# ---- ah_dedup_credit_sender ----
ah_dedup_credit_sender/clk_routes.png
Scale: 8 px per micron.
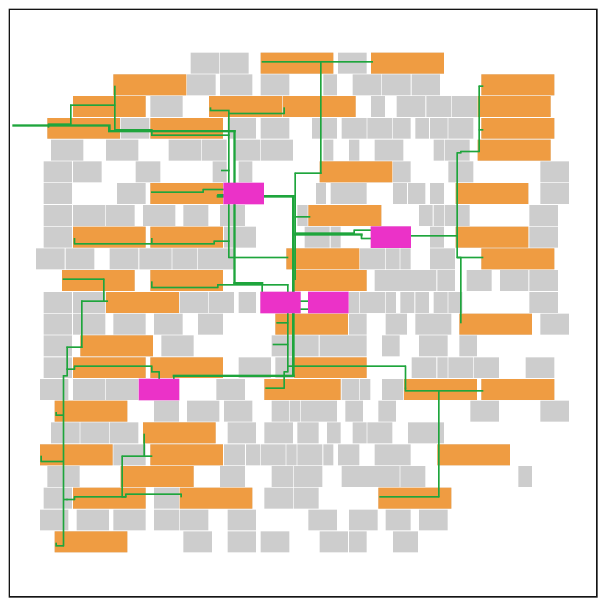

### src/rtl/ah_dedup_credit_sender.sv
// ah_dedup_credit_sender
// Producer-side injector for a snoopable credit FIFO. Each accepted word sits
// in a one-entry hold stage for a compare cycle. In that cycle it is checked
// against the FIFO contents (through the snoop port) and against the word
// being written. Duplicates are dropped when dedup is enabled. Surviving words
// are written under a credit counter that mirrors the FIFO's free space.
module ah_dedup_credit_sender #(
    parameter int DATA_WIDTH = 10,
    parameter int CREDITS    = 16,
    parameter int CNT_WIDTH  = 5
) (
    input  logic                  clk,
    input  logic                  rstn,
    input  logic [DATA_WIDTH-1:0] in_data_i,
    input  logic                  in_valid_i,
    output logic                  in_ready_o,
    input  logic                  dedup_en_i,
    output logic [DATA_WIDTH-1:0] out_data_o,
    output logic                  out_valid_o,
    input  logic                  credit_in_i,
    output logic [DATA_WIDTH-1:0] snoop_data_o,
    output logic                  snoop_valid_o,
    input  logic                  snoop_match_i,
    output logic [CNT_WIDTH-1:0]  credit_count_o,
    output logic [15:0]           drop_count_o,
    output logic                  credit_err_o
);

    localparam logic [CNT_WIDTH-1:0] CREDITS_C = CNT_WIDTH'(CREDITS);

    logic                  hold_valid_q, hold_valid_d;
    logic [DATA_WIDTH-1:0] hold_data_q, hold_data_d;
    logic                  out_valid_q, out_valid_d;
    logic [DATA_WIDTH-1:0] out_data_q, out_data_d;
    logic [CNT_WIDTH-1:0]  credit_q, credit_d;
    logic [15:0]           drop_q, drop_d;
    logic                  err_q, err_d;

    logic dup;
    logic have_credit;
    logic send;
    logic hold_leave;
    logic accept;

    // Duplicate detection, send/drop decision and producer handshake.
    // The out_data compare catches the word being written this cycle, which
    // the FIFO cannot report through snoop_match yet.
    always_comb begin
        dup         = dedup_en_i && hold_valid_q &&
                      (snoop_match_i || (out_valid_q && (out_data_q == hold_data_q)));
        have_credit = (credit_q != '0);
        send        = hold_valid_q && !dup && have_credit;
        hold_leave  = hold_valid_q && (dup || have_credit);
        in_ready_o  = !hold_valid_q || hold_leave;
        accept      = in_valid_i && in_ready_o;
    end

    // Next-state for the hold stage, write port, credit counter and statistics.
    // A credit arriving together with a send leaves the count unchanged; a
    // credit with no room left is an overflow and is latched in credit_err.
    always_comb begin
        hold_valid_d = hold_valid_q;
        hold_data_d  = hold_data_q;
        out_valid_d  = send;
        out_data_d   = out_data_q;
        credit_d     = credit_q;
        drop_d       = drop_q;
        err_d        = err_q;

        if (accept) begin
            hold_valid_d = 1'b1;
            hold_data_d  = in_data_i;
        end else if (hold_leave) begin
            hold_valid_d = 1'b0;
        end

        if (send) begin
            out_data_d = hold_data_q;
        end

        if (dup && (drop_q != 16'hFFFF)) begin
            drop_d = drop_q + 16'd1;
        end

        case ({send, credit_in_i})
            2'b10: credit_d = credit_q - 1'b1;
            2'b01: begin
                if (credit_q == CREDITS_C) begin
                    err_d = 1'b1;
                end else begin
                    credit_d = credit_q + 1'b1;
                end
            end
            default: credit_d = credit_q;
        endcase
    end

    // State registers; reset discards the held word and any pending write.
    always_ff @(posedge clk or negedge rstn) begin
        if (!rstn) begin
            hold_valid_q <= 1'b0;
            hold_data_q  <= '0;
            out_valid_q  <= 1'b0;
            out_data_q   <= '0;
            credit_q     <= CREDITS_C;
            drop_q       <= '0;
            err_q        <= 1'b0;
        end else begin
            hold_valid_q <= hold_valid_d;
            hold_data_q  <= hold_data_d;
            out_valid_q  <= out_valid_d;
            out_data_q   <= out_data_d;
            credit_q     <= credit_d;
            drop_q       <= drop_d;
            err_q        <= err_d;
        end
    end

    assign snoop_valid_o  = hold_valid_q && dedup_en_i;
    assign snoop_data_o   = hold_data_q;
    assign out_valid_o    = out_valid_q;
    assign out_data_o     = out_data_q;
    assign credit_count_o = credit_q;
    assign drop_count_o   = drop_q;
    assign credit_err_o   = err_q;

endmodule

### config.mk
export PLATFORM = sky130hd
export DESIGN_NAME = ah_dedup_credit_sender
export DESIGN_NICKNAME = d
export VERILOG_FILES = /design/src/rtl/ah_dedup_credit_sender.sv
export SDC_FILE = /design/constraint.sdc
export NUM_CORES = 1
export LEC_CHECK = 0
export CORE_MARGIN = 3
export CORE_UTILIZATION = 47
export DETAILED_ROUTE_END_ITERATION = 10
export PLACE_DENSITY = 0.79
export SETUP_SLACK_MARGIN = 0.15
export SKIP_LAST_GASP = 1
export SLEW_MARGIN = 20
export SYNTH_ARGS = -nofsm -noshare
export SYNTH_HDL_FRONTEND = slang
export SYNTH_SLANG_ARGS = --single-unit
### constraint.sdc
create_clock -name clk -period 3.9 [get_ports clk]
set_clock_uncertainty 0.15 [all_clocks]
set_input_delay 0.39 -clock clk [delete_from_list [all_inputs] [get_ports clk]]
set_output_delay 0.39 -clock clk [all_outputs]
set_load 0.03 [all_outputs]
# ---- vga_timing_gen_flat ----
## src/rtl/vga_timing_pkg.sv

```systemverilog
// ============================================================================
// Module   : vga_timing_pkg
// Purpose  : Default 640x480@60 timing constants and per-axis total helper.
// Revision : 1.0
// ============================================================================
`default_nettype none

package vga_timing_pkg;

  localparam int DEF_H_VISIBLE = 640;
  localparam int DEF_H_FRONT   = 16;
  localparam int DEF_H_SYNC    = 96;
  localparam int DEF_H_BACK    = 48;
  localparam int DEF_V_VISIBLE = 480;
  localparam int DEF_V_FRONT   = 10;
  localparam int DEF_V_SYNC    = 2;
  localparam int DEF_V_BACK    = 33;
  localparam int DEF_CNT_W     = 10;

  function automatic int axis_total(input int vis, input int front,
                                    input int sync, input int back);
    return vis + front + sync + back;
  endfunction

  function automatic bit fits_width(input int value, input int width);
    return (width >= 31) || (value < (1 << width));
  endfunction

endpackage

`default_nettype wire

```

## src/rtl/vga_timing_gen_if.sv

```systemverilog
// ============================================================================
// Module   : vga_timing_gen_if
// Purpose  : Pixel-enable input and raster position/sync outputs bundle.
// Revision : 1.0
// ============================================================================
`default_nettype none

interface vga_timing_gen_if #(
  parameter int CNT_W = 10
);
  logic             pix_en;
  logic [CNT_W-1:0] hCount;
  logic [CNT_W-1:0] vCount;
  logic             hsync;
  logic             vsync;
  logic             de;
  logic             end_of_line;
  logic             end_of_frame;

  modport master (
    input  pix_en,
    output hCount, vCount, hsync, vsync, de, end_of_line, end_of_frame
  );

  modport slave (
    output pix_en,
    input  hCount, vCount, hsync, vsync, de, end_of_line, end_of_frame
  );
endinterface

`default_nettype wire

```

## src/rtl/timing_axis.sv

```systemverilog
// ============================================================================
// Module   : timing_axis
// Purpose  : One raster axis: wrap counter with registered sync and next-state
//            visible/last decode for the parent to register.
// Revision : 1.0
// ============================================================================
`default_nettype none

module timing_axis
  import vga_timing_pkg::*;
#(
  parameter int VISIBLE = 640,
  parameter int FRONT   = 16,
  parameter int SYNC    = 96,
  parameter int BACK    = 48,
  parameter bit POL     = 1'b0,
  parameter int CNT_W   = 10
) (
  input  wire logic             clk,
  input  wire logic             rst_n,
  input  wire logic             i_tick,
  output logic [CNT_W-1:0]      o_count,
  output logic                  o_sync,
  output logic                  o_vis_nxt,
  output logic                  o_last_nxt
);

  localparam int               TOTAL      = axis_total(VISIBLE, FRONT, SYNC, BACK);
  localparam logic [CNT_W-1:0] C_LAST     = CNT_W'(TOTAL - 1);
  localparam logic [CNT_W-1:0] C_VIS      = CNT_W'(VISIBLE);
  localparam logic [CNT_W-1:0] C_SYNC_LO  = CNT_W'(VISIBLE + FRONT);
  localparam logic [CNT_W-1:0] C_SYNC_HI  = CNT_W'(VISIBLE + FRONT + SYNC);

  logic [CNT_W-1:0] r_count;
  logic             r_sync;
  logic [CNT_W-1:0] w_nxt;
  logic             w_sync_nxt;

  always_comb begin
    w_nxt = r_count;
    if (i_tick) begin
      w_nxt = (r_count == C_LAST) ? '0 : r_count + CNT_W'(1);
    end
  end

  // Decode from the next count so registered sync lines up with the count.
  assign w_sync_nxt = (w_nxt >= C_SYNC_LO) && (w_nxt < C_SYNC_HI);
  assign o_vis_nxt  = (w_nxt < C_VIS);
  assign o_last_nxt = (w_nxt == C_LAST);

  always_ff @(posedge clk) begin
    if (!rst_n) begin
      r_count <= '0;
      r_sync  <= ~POL;
    end else begin
      r_count <= w_nxt;
      r_sync  <= w_sync_nxt ? POL : ~POL;
    end
  end

  assign o_count = r_count;
  assign o_sync  = r_sync;

endmodule

`default_nettype wire

```

## src/rtl/vga_timing_gen.sv

```systemverilog
// ============================================================================
// Module   : vga_timing_gen
// Purpose  : Parameterised VGA raster timing generator with pixel enable.
// Revision : 1.0
// ============================================================================
`default_nettype none

module vga_timing_gen
  import vga_timing_pkg::*;
#(
  parameter int H_VISIBLE = DEF_H_VISIBLE,
  parameter int H_FRONT   = DEF_H_FRONT,
  parameter int H_SYNC    = DEF_H_SYNC,
  parameter int H_BACK    = DEF_H_BACK,
  parameter int V_VISIBLE = DEF_V_VISIBLE,
  parameter int V_FRONT   = DEF_V_FRONT,
  parameter int V_SYNC    = DEF_V_SYNC,
  parameter int V_BACK    = DEF_V_BACK,
  parameter bit HS_POL    = 1'b0,
  parameter bit VS_POL    = 1'b0,
  parameter int CNT_W     = DEF_CNT_W
) (
  input  wire logic        clk,
  input  wire logic        rst_n,
  vga_timing_gen_if.master bus
);

  localparam int H_TOTAL = axis_total(H_VISIBLE, H_FRONT, H_SYNC, H_BACK);
  localparam int V_TOTAL = axis_total(V_VISIBLE, V_FRONT, V_SYNC, V_BACK);

  if (H_VISIBLE == 0 || H_FRONT == 0 || H_SYNC == 0 || H_BACK == 0 ||
      V_VISIBLE == 0 || V_FRONT == 0 || V_SYNC == 0 || V_BACK == 0) begin : g_bad_zero
    $error("vga_timing_gen: every H_*/V_* timing parameter must be non-zero");
  end

  if (!fits_width(H_TOTAL - 1, CNT_W) || !fits_width(V_TOTAL - 1, CNT_W)) begin : g_bad_cnt_w
    $error("vga_timing_gen: CNT_W too narrow for H_TOTAL-1 or V_TOTAL-1");
  end

  logic             r_valid;
  logic             r_de;
  logic             r_eol;
  logic             r_eof;
  logic [CNT_W-1:0] w_h_count;
  logic [CNT_W-1:0] w_v_count;
  logic             w_hsync;
  logic             w_vsync;
  logic             w_h_vis_nxt;
  logic             w_v_vis_nxt;
  logic             w_h_last_nxt;
  logic             w_v_last_nxt;
  logic             w_tick_h;
  logic             w_tick_v;
  logic             w_live;

  // The first enable after reset only validates (0,0); counting starts after.
  assign w_tick_h = bus.pix_en & r_valid;
  assign w_tick_v = w_tick_h & r_eol;
  assign w_live   = r_valid | bus.pix_en;

  timing_axis #(
    .VISIBLE(H_VISIBLE), .FRONT(H_FRONT), .SYNC(H_SYNC), .BACK(H_BACK),
    .POL(HS_POL), .CNT_W(CNT_W)
  ) u_h_axis (
    .clk       (clk),
    .rst_n     (rst_n),
    .i_tick    (w_tick_h),
    .o_count   (w_h_count),
    .o_sync    (w_hsync),
    .o_vis_nxt (w_h_vis_nxt),
    .o_last_nxt(w_h_last_nxt)
  );

  timing_axis #(
    .VISIBLE(V_VISIBLE), .FRONT(V_FRONT), .SYNC(V_SYNC), .BACK(V_BACK),
    .POL(VS_POL), .CNT_W(CNT_W)
  ) u_v_axis (
    .clk       (clk),
    .rst_n     (rst_n),
    .i_tick    (w_tick_v),
    .o_count   (w_v_count),
    .o_sync    (w_vsync),
    .o_vis_nxt (w_v_vis_nxt),
    .o_last_nxt(w_v_last_nxt)
  );

  always_ff @(posedge clk) begin
    if (!rst_n) begin
      r_valid <= 1'b0;
      r_de    <= 1'b0;
      r_eol   <= 1'b0;
      r_eof   <= 1'b0;
    end else begin
      if (bus.pix_en) begin
        r_valid <= 1'b1;
      end
      r_de  <= w_h_vis_nxt & w_v_vis_nxt & w_live;
      r_eol <= w_h_last_nxt & w_live;
      r_eof <= w_h_last_nxt & w_v_last_nxt & w_live;
    end
  end

  assign bus.hCount       = w_h_count;
  assign bus.vCount       = w_v_count;
  assign bus.hsync        = w_hsync;
  assign bus.vsync        = w_vsync;
  assign bus.de           = r_de;
  assign bus.end_of_line  = r_eol;
  assign bus.end_of_frame = r_eof;

endmodule

`default_nettype wire

```

## src/flat_wrapper.sv

```systemverilog
// flat-port wrapper written by rule: the top's interface ports become plain ports
module vga_timing_gen_flat import vga_timing_pkg::*;
#(
  parameter int H_VISIBLE = DEF_H_VISIBLE,
  parameter int H_FRONT   = DEF_H_FRONT,
  parameter int H_SYNC    = DEF_H_SYNC,
  parameter int H_BACK    = DEF_H_BACK,
  parameter int V_VISIBLE = DEF_V_VISIBLE,
  parameter int V_FRONT   = DEF_V_FRONT,
  parameter int V_SYNC    = DEF_V_SYNC,
  parameter int V_BACK    = DEF_V_BACK,
  parameter bit HS_POL    = 1'b0,
  parameter bit VS_POL    = 1'b0,
  parameter int CNT_W     = DEF_CNT_W
)
  (clk, rst_n, bus_pix_en, bus_hCount, bus_vCount, bus_hsync, bus_vsync, bus_de, bus_end_of_line, bus_end_of_frame);
  vga_timing_gen_if #(.CNT_W(CNT_W)) bus_i ();
  input  wire logic clk;
  input  wire logic rst_n;
  input wire logic [$bits(bus_i.pix_en)-1:0] bus_pix_en;
  output wire logic [$bits(bus_i.hCount)-1:0] bus_hCount;
  output wire logic [$bits(bus_i.vCount)-1:0] bus_vCount;
  output wire logic [$bits(bus_i.hsync)-1:0] bus_hsync;
  output wire logic [$bits(bus_i.vsync)-1:0] bus_vsync;
  output wire logic [$bits(bus_i.de)-1:0] bus_de;
  output wire logic [$bits(bus_i.end_of_line)-1:0] bus_end_of_line;
  output wire logic [$bits(bus_i.end_of_frame)-1:0] bus_end_of_frame;
  assign bus_i.pix_en = bus_pix_en;
  assign bus_hCount = bus_i.hCount;
  assign bus_vCount = bus_i.vCount;
  assign bus_hsync = bus_i.hsync;
  assign bus_vsync = bus_i.vsync;
  assign bus_de = bus_i.de;
  assign bus_end_of_line = bus_i.end_of_line;
  assign bus_end_of_frame = bus_i.end_of_frame;
  vga_timing_gen #(.H_VISIBLE(H_VISIBLE), .H_FRONT(H_FRONT), .H_SYNC(H_SYNC), .H_BACK(H_BACK), .V_VISIBLE(V_VISIBLE), .V_FRONT(V_FRONT), .V_SYNC(V_SYNC), .V_BACK(V_BACK), .HS_POL(HS_POL), .VS_POL(VS_POL), .CNT_W(CNT_W)) u_core (.clk(clk), .rst_n(rst_n), .bus(bus_i));
endmodule
```

## config.mk

```make
export PLATFORM = sky130hd
export DESIGN_NAME = vga_timing_gen_flat
export DESIGN_NICKNAME = d
export VERILOG_FILES = /design/src/rtl/vga_timing_pkg.sv /design/src/rtl/vga_timing_gen_if.sv /design/src/rtl/timing_axis.sv /design/src/rtl/vga_timing_gen.sv /design/src/flat_wrapper.sv
export SDC_FILE = /design/constraint.sdc
export NUM_CORES = 1
export LEC_CHECK = 0
export CELL_PAD_IN_SITES_DETAIL_PLACEMENT = 1
export CELL_PAD_IN_SITES_GLOBAL_PLACEMENT = 1
export CORE_MARGIN = 2
export CORE_UTILIZATION = 35
export DETAILED_ROUTE_END_ITERATION = 7
export GPL_TIMING_DRIVEN = 0
export PLACE_DENSITY_LB_ADDON = 0.1
export RECOVER_POWER = 50
export SYNTH_ARGS = -nofsm -noshare
export SYNTH_HDL_FRONTEND = slang
export SYNTH_SLANG_ARGS = --single-unit
```

## constraint.sdc

```tcl
create_clock -name clk -period 2.1 [get_ports clk]
set_input_delay 0.42 -clock clk [delete_from_list [all_inputs] [get_ports clk]]
set_output_delay 0.42 -clock clk [all_outputs]
set_load 0.005 [all_outputs]
```

# ---- uartrx ----
===== config.mk =====
export PLATFORM = sky130hd
export DESIGN_NAME = uartrx
export DESIGN_NICKNAME = d
export VERILOG_FILES = /design/src/rtl/uartrx.sv
export SDC_FILE = /design/constraint.sdc
export NUM_CORES = 1
export LEC_CHECK = 0
export CAP_MARGIN = 20
export CELL_PAD_IN_SITES_DETAIL_PLACEMENT = 1
export CELL_PAD_IN_SITES_GLOBAL_PLACEMENT = 2
export CORE_MARGIN = 1
export CORE_UTILIZATION = 30
export DETAILED_ROUTE_END_ITERATION = 8
export PLACE_DENSITY_LB_ADDON = 0.1
export SKIP_CTS_REPAIR_TIMING = 1
export SLEW_MARGIN = 20
export SYNTH_ARGS = -nofsm -noshare
export SYNTH_HDL_FRONTEND = slang
export SYNTH_SLANG_ARGS = --single-unit

===== constraint.sdc =====
create_clock -name i_clk -period 2.2 [get_ports i_clk]
set_input_delay 0.55 -clock i_clk [delete_from_list [all_inputs] [get_ports i_clk]]
set_output_delay 0.55 -clock i_clk [all_outputs]
set_load 0.03 [all_outputs]

===== src/rtl/uartrx.sv =====
`default_nettype none
// ============================================================================
// Module   : uartrx
// Purpose  : UART receiver, 16x oversampling, LSB-first, valid/ready output
//            with parity, framing and overrun status. Optional break
//            detection is compiled in when UARTRX_BREAK_DETECT_EN is defined.
// Revision : 1.0  initial release
// ============================================================================
module uartrx #(
    parameter int I_CLK_FRQ = 100_000_000,
    parameter int BAUD      = 9600,
    parameter int PARITY    = 0,
    parameter int FRAME     = 8,
    parameter int STOP      = 1
) (
    input  logic             i_clk,
    input  logic             i_rst,
    input  logic             i_rx,
    output logic [FRAME-1:0] o_data,
    output logic             o_valid,
    input  logic             i_ready,
    output logic             o_parity_err,
    output logic             o_frame_err,
    output logic             o_overrun,
    output logic             o_break,
    output logic             o_busy
);

    localparam int DIV_CALC = (I_CLK_FRQ + 8 * BAUD) / (16 * BAUD);
    localparam int DIV      = (DIV_CALC < 1) ? 1 : DIV_CALC;
    localparam int DIV_W    = (DIV > 1) ? $clog2(DIV) : 1;
    localparam logic [DIV_W-1:0] DIV_LAST = DIV_W'(DIV - 1);

    typedef enum logic [2:0] {
        S_IDLE  = 3'd0,
        S_START = 3'd1,
        S_DATA  = 3'd2,
        S_PAR   = 3'd3,
        S_STOP  = 3'd4
`ifdef UARTRX_BREAK_DETECT_EN
        , S_BRK = 3'd5
`endif
    } state_t;

    state_t             state_q, state_d;
    logic               rx_meta_q, rx_meta_d;
    logic               rxs_q, rxs_d;
    logic [DIV_W-1:0]   div_cnt_q, div_cnt_d;
    logic [3:0]         tcnt_q, tcnt_d;
    logic [3:0]         bit_cnt_q, bit_cnt_d;
    logic               stop_cnt_q, stop_cnt_d;
    logic [FRAME-1:0]   shreg_q, shreg_d;
    logic               rx_perr_q, rx_perr_d;
    logic               rx_ferr_q, rx_ferr_d;
    logic [FRAME-1:0]   data_q, data_d;
    logic               valid_q, valid_d;
    logic               perr_q, perr_d;
    logic               ferr_q, ferr_d;
    logic               overrun_q, overrun_d;
`ifdef UARTRX_BREAK_DETECT_EN
    logic               par_bit_q, par_bit_d;
    logic               break_q, break_d;
`endif

    logic tick;
    logic sample;
    logic done;
    logic done_ferr;
    logic is_break;

    assign tick   = (div_cnt_q == DIV_LAST);
    assign sample = tick && (tcnt_q == 4'd7);

    always_comb begin
        rx_meta_d  = i_rx;
        rxs_d      = rx_meta_q;
        state_d    = state_q;
        div_cnt_d  = tick ? '0 : div_cnt_q + DIV_W'(1);
        tcnt_d     = tick ? tcnt_q + 4'd1 : tcnt_q;
        bit_cnt_d  = bit_cnt_q;
        stop_cnt_d = stop_cnt_q;
        shreg_d    = shreg_q;
        rx_perr_d  = rx_perr_q;
        rx_ferr_d  = rx_ferr_q;
        data_d     = data_q;
        valid_d    = valid_q;
        perr_d     = perr_q;
        ferr_d     = ferr_q;
        overrun_d  = 1'b0;
        done       = 1'b0;
        done_ferr  = rx_ferr_q | ~rxs_q;
`ifdef UARTRX_BREAK_DETECT_EN
        par_bit_d  = par_bit_q;
        break_d    = 1'b0;
        is_break   = (shreg_q == '0) && ((PARITY == 0) || !par_bit_q) && done_ferr;
`else
        is_break   = 1'b0;
`endif

        case (state_q)
            S_IDLE: begin
                // Re-phase the divider and tick counter to the start edge.
                if (!rxs_q) begin
                    state_d   = S_START;
                    div_cnt_d = '0;
                    tcnt_d    = '0;
                end
            end
            S_START: begin
                if (sample) begin
                    if (rxs_q) begin
                        state_d = S_IDLE;
                    end else begin
                        state_d   = S_DATA;
                        bit_cnt_d = '0;
                        rx_perr_d = 1'b0;
                        rx_ferr_d = 1'b0;
                    end
                end
            end
            S_DATA: begin
                if (sample) begin
                    shreg_d   = {rxs_q, shreg_q[FRAME-1:1]};
                    bit_cnt_d = bit_cnt_q + 4'd1;
                    if (bit_cnt_q == 4'(FRAME - 1)) begin
                        state_d    = (PARITY != 0) ? S_PAR : S_STOP;
                        stop_cnt_d = 1'b0;
                    end
                end
            end
            S_PAR: begin
                if (sample) begin
                    rx_perr_d  = rxs_q ^ (^shreg_q);
`ifdef UARTRX_BREAK_DETECT_EN
                    par_bit_d  = rxs_q;
`endif
                    state_d    = S_STOP;
                    stop_cnt_d = 1'b0;
                end
            end
            S_STOP: begin
                if (sample) begin
                    rx_ferr_d = done_ferr;
                    if (stop_cnt_q == 1'(STOP - 1)) begin
                        // Leave without waiting for the bit end so a new start is caught.
                        state_d = S_IDLE;
                        done    = 1'b1;
                    end else begin
                        stop_cnt_d = stop_cnt_q + 1'b1;
                    end
                end
            end
`ifdef UARTRX_BREAK_DETECT_EN
            S_BRK: begin
                if (tick) begin
                    if (!rxs_q) begin
                        tcnt_d = '0;
                    end else if (tcnt_q == 4'd15) begin
                        state_d = S_IDLE;
                    end
                end
            end
`endif
            default: state_d = S_IDLE;
        endcase

`ifdef UARTRX_BREAK_DETECT_EN
        if (done && is_break) begin
            break_d = 1'b1;
            state_d = S_BRK;
            tcnt_d  = '0;
        end
`endif

        if (done && !is_break) begin
            if (!valid_q || i_ready) begin
                data_d  = shreg_q;
                perr_d  = rx_perr_q;
                ferr_d  = done_ferr;
                valid_d = 1'b1;
            end else begin
                overrun_d = 1'b1;
            end
        end else if (valid_q && i_ready) begin
            valid_d = 1'b0;
        end
    end

    always_ff @(posedge i_clk) begin
        if (i_rst) begin
            state_q    <= S_IDLE;
            rx_meta_q  <= 1'b1;
            rxs_q      <= 1'b1;
            div_cnt_q  <= '0;
            tcnt_q     <= '0;
            bit_cnt_q  <= '0;
            stop_cnt_q <= 1'b0;
            shreg_q    <= '0;
            rx_perr_q  <= 1'b0;
            rx_ferr_q  <= 1'b0;
            data_q     <= '0;
            valid_q    <= 1'b0;
            perr_q     <= 1'b0;
            ferr_q     <= 1'b0;
            overrun_q  <= 1'b0;
`ifdef UARTRX_BREAK_DETECT_EN
            par_bit_q  <= 1'b0;
            break_q    <= 1'b0;
`endif
        end else begin
            state_q    <= state_d;
            rx_meta_q  <= rx_meta_d;
            rxs_q      <= rxs_d;
            div_cnt_q  <= div_cnt_d;
            tcnt_q     <= tcnt_d;
            bit_cnt_q  <= bit_cnt_d;
            stop_cnt_q <= stop_cnt_d;
            shreg_q    <= shreg_d;
            rx_perr_q  <= rx_perr_d;
            rx_ferr_q  <= rx_ferr_d;
            data_q     <= data_d;
            valid_q    <= valid_d;
            perr_q     <= perr_d;
            ferr_q     <= ferr_d;
            overrun_q  <= overrun_d;
`ifdef UARTRX_BREAK_DETECT_EN
            par_bit_q  <= par_bit_d;
            break_q    <= break_d;
`endif
        end
    end

    assign o_data       = data_q;
    assign o_valid      = valid_q;
    assign o_parity_err = perr_q;
    assign o_frame_err  = ferr_q;
    assign o_overrun    = overrun_q;
    assign o_busy       = (state_q != S_IDLE);
`ifdef UARTRX_BREAK_DETECT_EN
    assign o_break      = break_q;
`else
    assign o_break      = 1'b0;
`endif

endmodule
`default_nettype wire


# ---- avl_st_2_avl_st_video_top ----
File: config.mk
export PLATFORM = sky130hd
export DESIGN_NAME = avl_st_2_avl_st_video_top
export DESIGN_NICKNAME = d
export VERILOG_FILES = /design/src/rtl/avl_st_2_avl_st_video_top.sv
export SDC_FILE = /design/constraint.sdc
export NUM_CORES = 1
export LEC_CHECK = 0
export ABC_AREA = 1
export CAP_MARGIN = 20
export CORE_MARGIN = 2
export CORE_UTILIZATION = 50
export DETAILED_ROUTE_END_ITERATION = 10
export PLACE_DENSITY_LB_ADDON = 0.3
export SYNTH_ARGS = -nofsm -noshare
export SYNTH_HDL_FRONTEND = slang
export SYNTH_SLANG_ARGS = --single-unit
File: constraint.sdc
create_clock -name clk -period 2.82 [get_ports clk]
set_input_delay 0.564 -clock clk [delete_from_list [all_inputs] [get_ports clk]]
set_output_delay 0.564 -clock clk [all_outputs]
set_load 0.03 [all_outputs]
File: src/rtl/avl_st_2_avl_st_video_top.sv
// Unpacks a byte-packed 32-bit Avalon-ST stream into 24-bit RGB Avalon-ST Video, one pixel per beat.
// Define CTRL_PKT_EN to prefix each frame with a FRAME_WIDTH x FRAME_HEIGHT control packet.
module avl_st_2_avl_st_video_top #(
    parameter logic [15:0] FRAME_WIDTH  = 16'd800,
    parameter logic [15:0] FRAME_HEIGHT = 16'd480
) (
    input  logic        clk,
    input  logic        rst_n,
    input  logic [31:0] in_avl_st_data,
    input  logic        in_avl_st_valid,
    input  logic        in_avl_st_startofpacket,
    input  logic        in_avl_st_endofpacket,
    output logic        in_avl_st_ready,
    output logic [23:0] out_avl_st_data,
    output logic        out_avl_st_valid,
    output logic        out_avl_st_startofpacket,
    output logic        out_avl_st_endofpacket,
    input  logic        out_avl_st_ready
);

`ifdef CTRL_PKT_EN
    typedef enum logic [2:0] {IDLE, CTRL_HDR, CTRL_DATA, VID_HDR, PIXELS} state_t;
`else
    typedef enum logic [1:0] {IDLE, VID_HDR, PIXELS} state_t;
`endif

    state_t      state, state_d;
    logic [63:0] byte_buf, byte_buf_d;
    logic [3:0]  cnt, cnt_d;
    logic        eop_seen, eop_seen_d;
    logic        in_rdy;
    logic        push, pop;

`ifdef CTRL_PKT_EN
    logic [1:0] beat, beat_d;

    // Each symbol carries one nibble of the frame dimensions in its low half.
    function automatic logic [23:0] ctrl_beat(input logic [1:0] b);
        case (b)
            2'd0:    ctrl_beat = {4'h0, FRAME_WIDTH[7:4],   4'h0, FRAME_WIDTH[11:8],  4'h0, FRAME_WIDTH[15:12]};
            2'd1:    ctrl_beat = {4'h0, FRAME_HEIGHT[11:8], 4'h0, FRAME_HEIGHT[15:12], 4'h0, FRAME_WIDTH[3:0]};
            default: ctrl_beat = {4'h0, 4'h3,               4'h0, FRAME_HEIGHT[3:0],  4'h0, FRAME_HEIGHT[7:4]};
        endcase
    endfunction
`endif

    always_comb begin
        state_d                  = state;
        in_rdy                   = 1'b0;
        out_avl_st_valid         = 1'b0;
        out_avl_st_data          = 24'h0;
        out_avl_st_startofpacket = 1'b0;
        out_avl_st_endofpacket   = 1'b0;
`ifdef CTRL_PKT_EN
        beat_d                   = beat;
`endif
        case (state)
            IDLE: begin
                // A sop word is left on the bus until the headers have gone out.
                in_rdy = !(in_avl_st_valid && in_avl_st_startofpacket);
                if (in_avl_st_valid && in_avl_st_startofpacket) begin
`ifdef CTRL_PKT_EN
                    state_d = CTRL_HDR;
`else
                    state_d = VID_HDR;
`endif
                end
            end
`ifdef CTRL_PKT_EN
            CTRL_HDR: begin
                out_avl_st_valid         = 1'b1;
                out_avl_st_data          = 24'h00000F;
                out_avl_st_startofpacket = 1'b1;
                if (out_avl_st_ready) begin
                    state_d = CTRL_DATA;
                    beat_d  = 2'd0;
                end
            end
            CTRL_DATA: begin
                out_avl_st_valid       = 1'b1;
                out_avl_st_data        = ctrl_beat(beat);
                out_avl_st_endofpacket = (beat == 2'd2);
                if (out_avl_st_ready) begin
                    beat_d = beat + 2'd1;
                    if (beat == 2'd2) state_d = VID_HDR;
                end
            end
`endif
            VID_HDR: begin
                out_avl_st_valid         = 1'b1;
                out_avl_st_startofpacket = 1'b1;
                if (out_avl_st_ready) state_d = PIXELS;
            end
            PIXELS: begin
                in_rdy                 = (cnt <= 4'd4) && !eop_seen;
                out_avl_st_valid       = (cnt >= 4'd3);
                out_avl_st_data        = {byte_buf[7:0], byte_buf[15:8], byte_buf[23:16]};
                out_avl_st_endofpacket = eop_seen && (cnt < 4'd6);
                if (out_avl_st_valid && out_avl_st_ready && out_avl_st_endofpacket) state_d = IDLE;
            end
            default: state_d = IDLE;
        endcase
    end

    assign in_avl_st_ready = in_rdy & rst_n;

    assign push = (state == PIXELS) && in_avl_st_valid && in_rdy;
    assign pop  = (state == PIXELS) && out_avl_st_valid && out_avl_st_ready;

    // Pop drops the oldest three bytes; a push lands just above whatever remains.
    always_comb begin
        byte_buf_d = byte_buf;
        cnt_d      = cnt;
        eop_seen_d = eop_seen;
        if (pop && out_avl_st_endofpacket) begin
            byte_buf_d = 64'h0;
            cnt_d      = 4'd0;
            eop_seen_d = 1'b0;
        end else begin
            if (pop) begin
                byte_buf_d = byte_buf_d >> 24;
                cnt_d      = cnt_d - 4'd3;
            end
            if (push) begin
                byte_buf_d = byte_buf_d | ({32'h0, in_avl_st_data} << {cnt_d, 3'b000});
                cnt_d      = cnt_d + 4'd4;
                eop_seen_d = eop_seen | in_avl_st_endofpacket;
            end
        end
    end

    always_ff @(posedge clk or negedge rst_n) begin
        if (!rst_n) begin
            state    <= IDLE;
            byte_buf <= 64'h0;
            cnt      <= 4'd0;
            eop_seen <= 1'b0;
        end else begin
            state    <= state_d;
            byte_buf <= byte_buf_d;
            cnt      <= cnt_d;
            eop_seen <= eop_seen_d;
        end
    end

`ifdef CTRL_PKT_EN
    always_ff @(posedge clk or negedge rst_n) begin
        if (!rst_n) beat <= 2'd0;
        else        beat <= beat_d;
    end
`endif

endmodule
ah_dedup_credit_sender/power_grid.png
Scale: 4 px per micron. Pins as bars on the die edge.
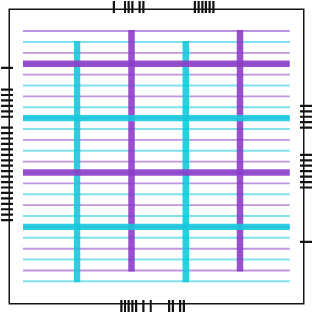
| net | color |
|---|---|
| VDD | purple |
| VSS | cyan |
met5 straps: 4
met4 straps: 4

Notes on ah_dedup_credit_sender/clk_routes.png above:
[clock wires] green | length: 512 microns
[clock drivers] magenta | count: 5
[flip-flops] orange | count: 44
routed clock nets: 6
flops lie: widely spread

==> impl_metrics.ini, ah_dedup_credit_sender <==
; physical design summary
[final_timing]
drv_slew = 0
finalClockPeriodUsage_pct = 75.93
fmax_ghz = 0.3377
tightest_slew_ps = 929.6

[drt]
wirelength_microns = 4224
route.met2.wl_microns = 1874
ant_nets = 0
wl_met1_microns = 1989
route.met3.wl_microns = 318
highest_layer = met4
drc_errors = 0

[finish]
final_common_cell = clkdlybuf4s50_1
area_growth_pct = 34.06
area_dominant_class = sequential cells
nFillCells = 313
stdcell_count = 284
comb_cells = 119
final_layout_size_suffix_gt1_share_pct = 16.24
inverters = 3
seq_cell_count = 44
num_antenna_cells = 0

[worst_setup_path]
reg2reg_slack_ps = 940
critPathBufInv = 0
cp_slowest_cell = dfrtp_1
critPathLaunchType = register
crit_arrival_ps = 3030
path_class = register to register
critPathCaptureType = register
cp-endpoint = credit_count_o[4]$_DFFE_PN1P_
crit_family = simple AND/OR/NAND/NOR gates
timing.rr.end = credit_count_o[4]$_DFFE_PN1P_

[cts]
cts_sinks = 44
postCtsResizedCells = 0
cts_tree = yes
clkTransAtPathRegs_ps = 80
numCtsBuffers = 5
post_cts_buffers = 0
clk-insertion-delay-late_ps = 290
cts-root-buf = clkbuf_8

[logic_synthesis]
top_area_share_pct = 50.59
synthArstFlopShare_pct = 100.0
syn-cell-area_sq_um = 2127
largest_area_cell = dfrtp_1
top_cells_by_area = dfrtp_1 51%, mux2_2 11%, xnor2_1 6.6%
yosys.area_share.simple_pct = 14.00
common_cells = 43 x dfrtp_1, 20 x mux2_2, 16 x xnor2_1, 14 x xor2_1, 9 x nand2_1
synth_adder_area_share_pct = 3.294
synth_cells = 169

[placement]
finalWeightedCongestion = 0.8098
post-dp-hpwl_microns = 3148
numPortBuffers = 60

[power]
pg_clk_uw = 270
power_leader = combinational logic
p_comb_share_pct = 47.3
seq-power_uw = 714

[status]
status = complete, no violations

[floorplanning]
n_tap_cell = 50
fp_util_pct = 50.97
io_pins = 61
die_width_microns = 73.27
die_area_sq_um = 5368

[global_route]
grt_pass1_wl_microns = 7307
met3_usage_pct = 7.114
grt-busiest-layer = met2

[job]
warning_count = 26
[ah_dedup_credit_sender: stage by stage]
stage / area [sq um] / utilization (%) / hold slack, ps
final: 2851 / 68.34 / 85.54
after CTS: 2851 / 68.34 / 120.5
after floorplan: 2127 / - / -55.59
after detailed placement: 2770 / 66.39 / 327.0
after global placement: 2770 / 66.39 / 330.0
after global routing: 2851 / 68.34 / 160.9
[ah_dedup_credit_sender: flip-flops by register name, summed over array words and instances (netlist names)]
name,count
credit_count_o,5
credit_err_o,1
drop_count_o,16
hold_valid_q,1
out_data_o,10
out_valid_o,1
snoop_data_o,10
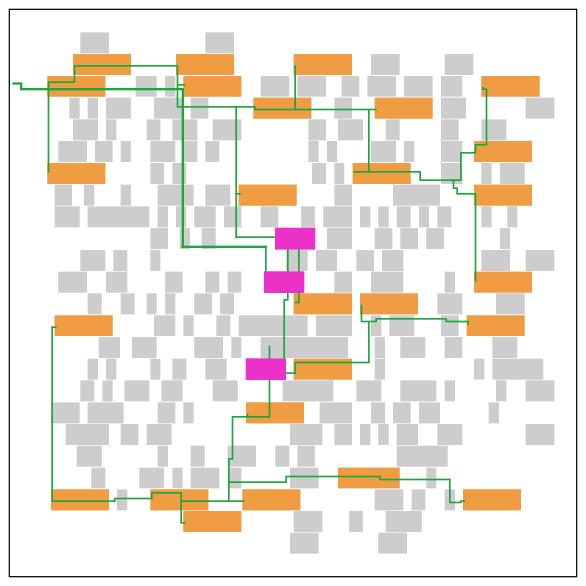
vga_timing_gen_flat/clk_routes.png
Scale: 8 px per micron.
[flip-flops] orange | count: 26
[clock drivers] magenta | count: 3
[clock wires] green | length: 378 microns
routed clock nets: 4

==> impl_metrics.ini, vga_timing_gen_flat <==
; physical design summary
[final_timing]
fin_skew_ps = 2.747
finalClockPeriodUsage_pct = 94.99

[cts]
cts_sinks = 26
clk-insertion-delay-late_ps = 270
ctsHoldBuffers = 0

[floorplanning]
fp_util_pct = 36.05
io_pins = 28

[logic_synthesis]
ys_cells = 181
yosysUniqueCellTypes = 47
ff_type = dfxtp_1
syn-cell-area_sq_um = 1559
yosys.area_share.simple_pct = 37.96
compound_area_share_pct = 8.427
synthArstFlopShare_pct = 0
ys.flops = 26
synthesis.nets = 187

[global_route]
grt_max_degree = 16
grt-busiest-layer = met2
antenna_found_initial = 0
overflow = 0
met3_usage_pct = 2.137

[status]
status = complete, no violations

[finish]
area_growth_pct = 25.68
final_core_util_pct = 45.31
seq_area_sq_um = 521.8
nFillCells = 521
num_antenna_cells = 0
comb_share_pct = 48.40

[worst_setup_path]
cp_cell_sequence = ha_1 > nand3_4 > or2_1 > a21oi_1 > o311a_2 > and4bb_1 > nor4b_4
critPathBufInv = 0
crit_arrival_ps = 2160
crit_fanout = 6

[drt]
vias = 1389
wl_met1_microns = 1566
routed_via_density = 5.281
route.met2.wl_microns = 2270

[power]
power_density_nw_per_um2 = 504.2

[placement]
place_area_sq_um = 1884
numPortBuffers = 26

[hold_path]
min_path_cells = 2
==> vga_timing_gen_flat: power by group <==
group,internal [mW],total (mW),leakage [nW],switching [mW]
logic,0.0289,0.0605,0.469,0.0316
registers,0.499,0.507,0.211,0.00773
clock network,0.255,0.420,0.0357,0.165
==> vga_timing_gen_flat: kinds of logic after synthesis <==
group                      count (synthesis)
and+or+nand+nor                           94
DFF                                       26
AOI/OAI and AO/OA                         20
xor gates and xnor gates                  20
buffers and inverters                     17
adders and majority gates                  3
muxes                                      1
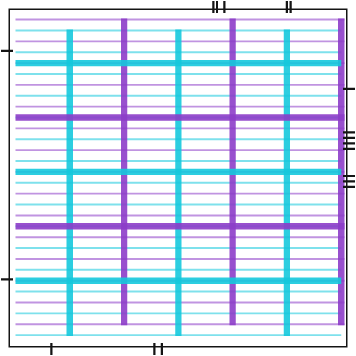
uartrx/power_grid.png
Scale: 4 px per micron. Pins as bars on the die edge.
| net | color |
|---|---|
| VSS | cyan |
| VDD | purple |
met1 rails: 30
signal pins: 18
met5 straps: 5
rows: 29
met4 straps: 6

==> impl_metrics.ini, uartrx <==
; physical design summary
[placement]
numPortBuffers = 16

[hold_path]
min_to = rxs_q$_SDFF_PP1_
hold_start = rx_meta_q$_SDFF_PP1_
holdCritPathClass = register to register
min_path_cells = 1

[worst_setup_path]
cp.depth = 6
cp-endpoint = bit_cnt_q[3]$_SDFFE_PP0P_
timing.rr.end = bit_cnt_q[3]$_SDFFE_PP0P_
path_class = register to register
required_ps = 2430
crit_family = simple AND/OR/NAND/NOR gates

[logic_synthesis]
edf_count = 0
ff_type = dfxtp_1
yosysUniqueCellTypes = 47
ys_cells = 227
top_area_share_pct = 44.67
synth_cells = 227
yosys-stat-area_sq_um = 2017
largest_area_cell = dfxtp_1
syn-cell-area_sq_um = 2017

[power]
p_leak_nw = 0.8367
clkPwrFrac_pct = 36.4
intPower_mw = 1.066
switching_power_uw = 327.4
swShare_pct = 23.50
power_density_nw_per_um2 = 580.5
p_seq_share_pct = 59.4

[finish]
comb_share_pct = 42.91
stdcell_count = 328
nFillCells = 763
final_layout_size_suffix_gt1_share_pct = 11.16
seq_cell_count = 45
nClkBuffers = 6
inverters = 6
sh_seq_area_pct = 37.54
comb_area_sq_um = 1030
area_growth_pct = 18.98

[cts]
clockBufferDepth = 2
numCtsBuffers = 5
h-tree-depth = 2
cts_tree = yes
cts-root-buf = clkbuf_8

[floorplanning]
core_sq_um = 6422
die_h_microns = 84.00
fp-row-count = 29

[final_timing]
fin_skew_ps = 10.45
fin_hold_ws_ps = 416.0
finalClockPeriodUsage_pct = 86.87
drv_slew = 0

[job]
max_cap_viol_count = 0

[global_route]
grt_pass1_vias = 1688
antenna_found_initial = 0
grt_util_met1_pct = 19.49
grt_pass1_wl_microns = 8535

[status]
violations = DRC
status = complete, but fails checks

[drt]
drc_errors = 2
route.met3.wl_microns = 149
## uartrx: metrics by stage
stage	cell area (sq um)	power [mW]	worst slack [ps]
floorplan	2017	0.8832	523.1
global placement	2315	0.9071	288.2
detailed placement	2315	0.9069	287.1
CTS	2397	1.417	-14.69
global route	2400	1.461	143.0
finish	2400	1.393	289.0
## uartrx: power groups by stage
stage	logic (mW)	clock network [mW]	registers (mW)
2_1_floorplan	0.0381	0	0.845
3_5_place_dp	0.0603	0	0.847
3_3_place_gp	0.0607	0	0.846
4_1_cts	0.0607	0.529	0.828
6_report	0.0588	0.507	0.827
5_1_grt	0.0652	0.566	0.829
avl_st_2_avl_st_video_top/placement_by_type.png
Scale: 4 px per micron. Fill, decap, tap and diode cells in gray.
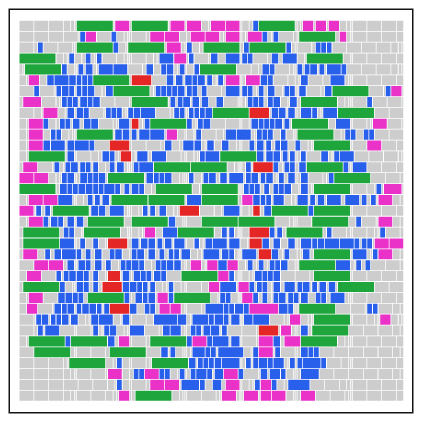
| class | color | cells | share of their area |
|---|---|---|---|
| sequential cells | green | 71 | 33% |
| clock drivers and dummy loads | red | 16 | 3.4% |
| remaining buffers and delay cells | magenta | 83 | 14% |
| combinational and other logic | blue | 533 | 49% |

==> impl_metrics.ini, avl_st_2_avl_st_video_top <==
; physical design summary
[cts]
cts-root-buf = clkbuf_8
numCtsBuffers = 9
h-tree-depth = 3
clkTransAtPathRegs_ps = 90

[power]
max-vdd-ir-drop_mv = 0.3922
swShare_pct = 46.12
p_seq_share_pct = 33.6
p_leak_nw = 3.141
power_density_nw_per_um2 = 825.8
power_leader = combinational logic
finalPower_mw = 4.577
intPower_mw = 2.466

[logic_synthesis]
syn-cell-area_sq_um = 4658
ys_top_logic_family = simple AND/OR/NAND/NOR gates
ys.flops = 71
yosysUniqueCellTypes = 34
top_cells_by_area = dfrtp_1 38%, nand2_1 16%, nand3_1 10%
ys_cells = 640
ff_type = dfrtp_1
synthesis.nets = 683
yosysWarnings = 0
largest_area_cell = dfrtp_1
compound_area_share_pct = 9.186
yosys.area_share.simple_pct = 32.80
ys_sh_mux_pct = 8.595
synth-xor-area-share_pct = 0.1880
synth_adder_area_share_pct = 1.343
synth_area_per_cell_sq_um = 7.278

[worst_setup_path]
critPathCaptureType = primary output
path_common_cell = inv_1
rr_worst_depth = 14
cp_cell_sequence = inv_1 > ha_2 > buf_6 > nand2_1 > inv_1 > clkdlybuf4s50_1
critPathLaunchType = register
timing.rr.end = byte_buf[44]$_DFF_PN0_
crit_arrival_ps = 2130
cp.depth = 6
crit_fanout = 17
required_ps = 2260

[drt]
drt_pass1_iterations = 5
wl_per_cell_microns = 15.55
route.met2.wl_microns = 5939
drc_errors = 0
vias = 4545
wl_met1_microns = 5538
ant_nets = 0
highest_layer = met4
routed_via_density = 5.584

[final_timing]
fin_ws_ps = 122.9
setup_tns_ps = 0
tightest_slew_ps = 588.1
min_period_ps = 2697
slew_headroom_pct = 60.79
fin_skew_ps = 12.91

[floorplanning]
die_width_microns = 100.5
die_area_sq_um = 10100
die_h_microns = 100.5
fp-row-count = 35

[finish]
final_core_util_pct = 60.56
area_growth_pct = 18.99
largest_register_ff_count = 64
regMostFlops = byte_buf
design_area_sq_um = 5543

[placement]
dp_slack_ps = 69.30

[global_route]
grt_util_met1_pct = 35.29
overflow = 0
grt_util_all_layers_pct = 26.21
grt_pass1_wl_microns = 20780
antenna_found_initial = 0

[status]
status = complete, no violations
## avl_st_2_avl_st_video_top: per-stage QoR
stage               instances  hold slack, ps
floorplan                 640           268.4
global placement          798           464.6
detailed placement        798           465.5
CTS                       814           304.6
global route              814           308.7
finish                    814           282.1
## avl_st_2_avl_st_video_top: layout make-up
class / instances / area, sq um
repair buffers: 83 / 773.2
clock inverters: 6 / 43.79
well taps: 111 / 138.9
multi-input cells: 469 / 2430
fillers: 851 / 3610
clock buffers: 10 / 137.6
inverters: 64 / 242.7
flip-flops and latches: 71 / 1777

==> gallery <==
Sequential cells colored by netlist name.
(a)
Scale: 4 px per micron. Other sequential cells in the stronger gray, the rest of the logic in the fainter gray.
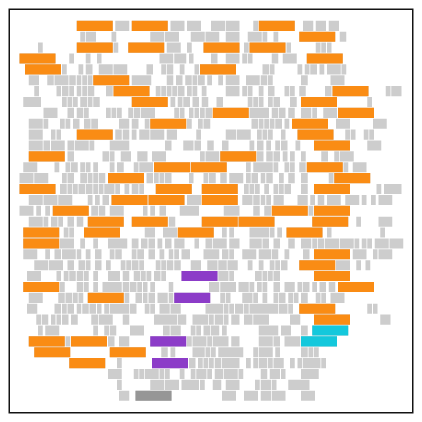
(b)
Scale: 6 px per micron. Other sequential cells in the stronger gray, the rest of the logic in the fainter gray.
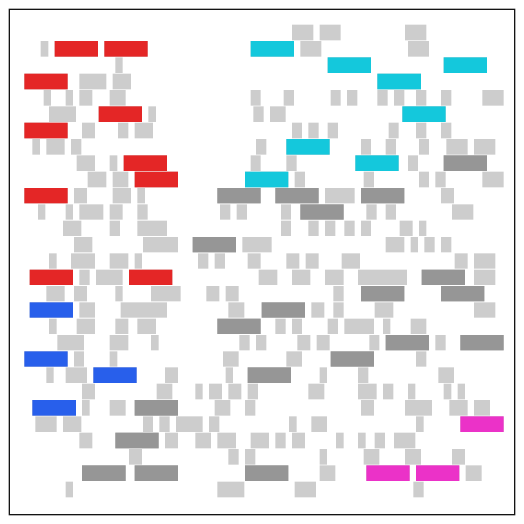
(c)
Scale: 6 px per micron. Other sequential cells in the stronger gray, the rest of the logic in the fainter gray.
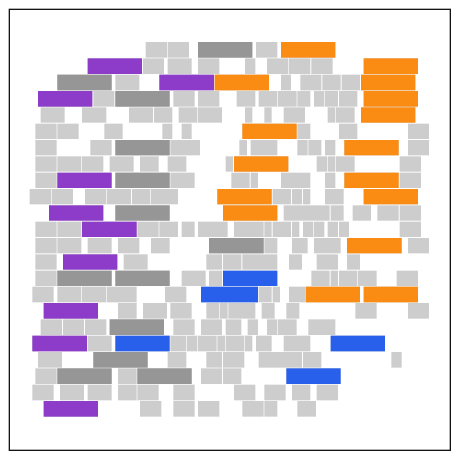
The one with the smallest die is (c).
The one with the most sequential cells is (a).
- avl_st_2_avl_st_video_top = (a)
- uartrx = (b)
- ah_dedup_credit_sender = (c)



==> screenshots <==
Placement by cell class.
Scale: 6 px per micron. Fill, decap, tap and diode cells in gray.
shot_01.png
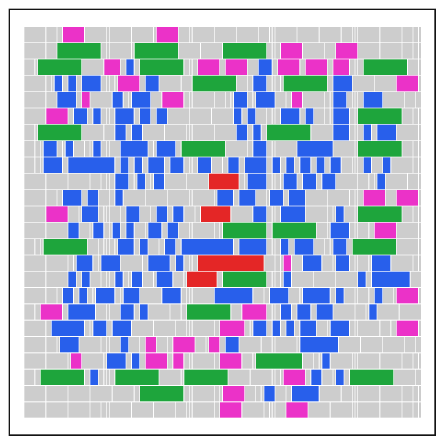
shot_02.png
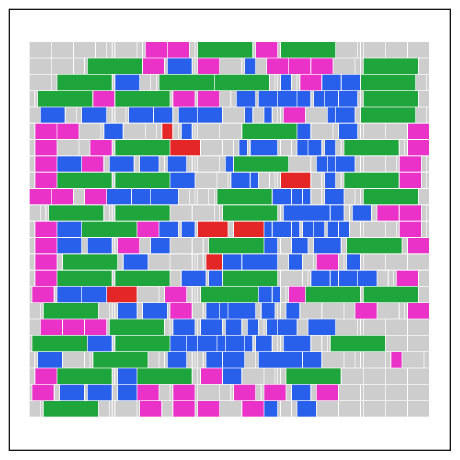
shot_03.png
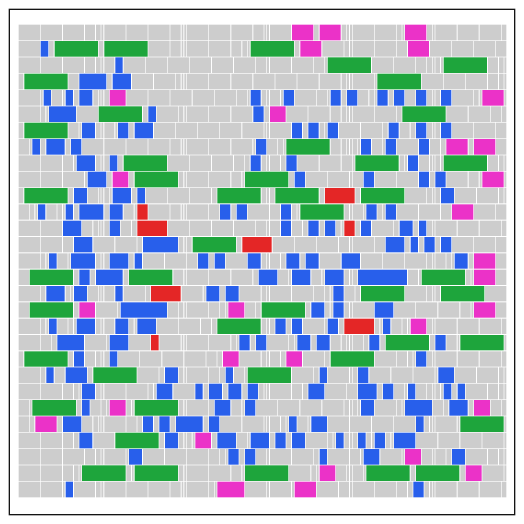
vga_timing_gen_flat is shot_01.png.
uartrx is shot_03.png.
ah_dedup_credit_sender is shot_02.png.
- highest utilization: shot_02.png
- most cells: shot_03.png


==> notes/layouts.md <==
Pictures saved along the way, in no particular order.

Routing congestion.
picture 1
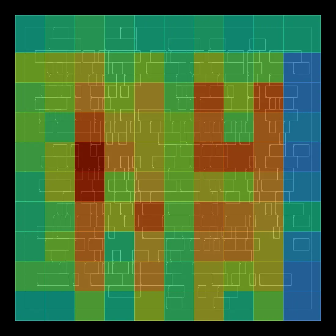
picture 2
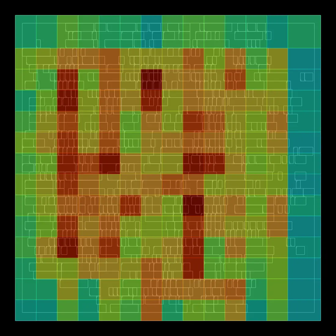
picture 3
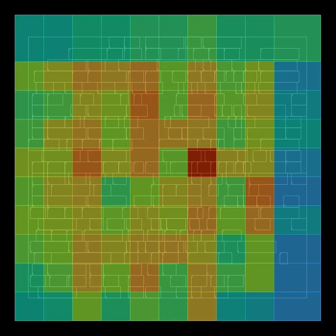
picture 4
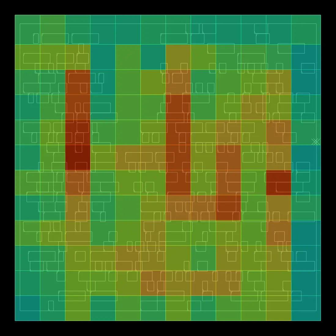
Picture 2 comes from avl_st_2_avl_st_video_top.
Picture 4 comes from uartrx.
Picture 3 comes from ah_dedup_credit_sender.
Picture 1 comes from vga_timing_gen_flat.
Of these, lowest utilization: picture 4
Of these, highest track usage: picture 2

No activity file was given, so power comes from the tool's default toggle rates.
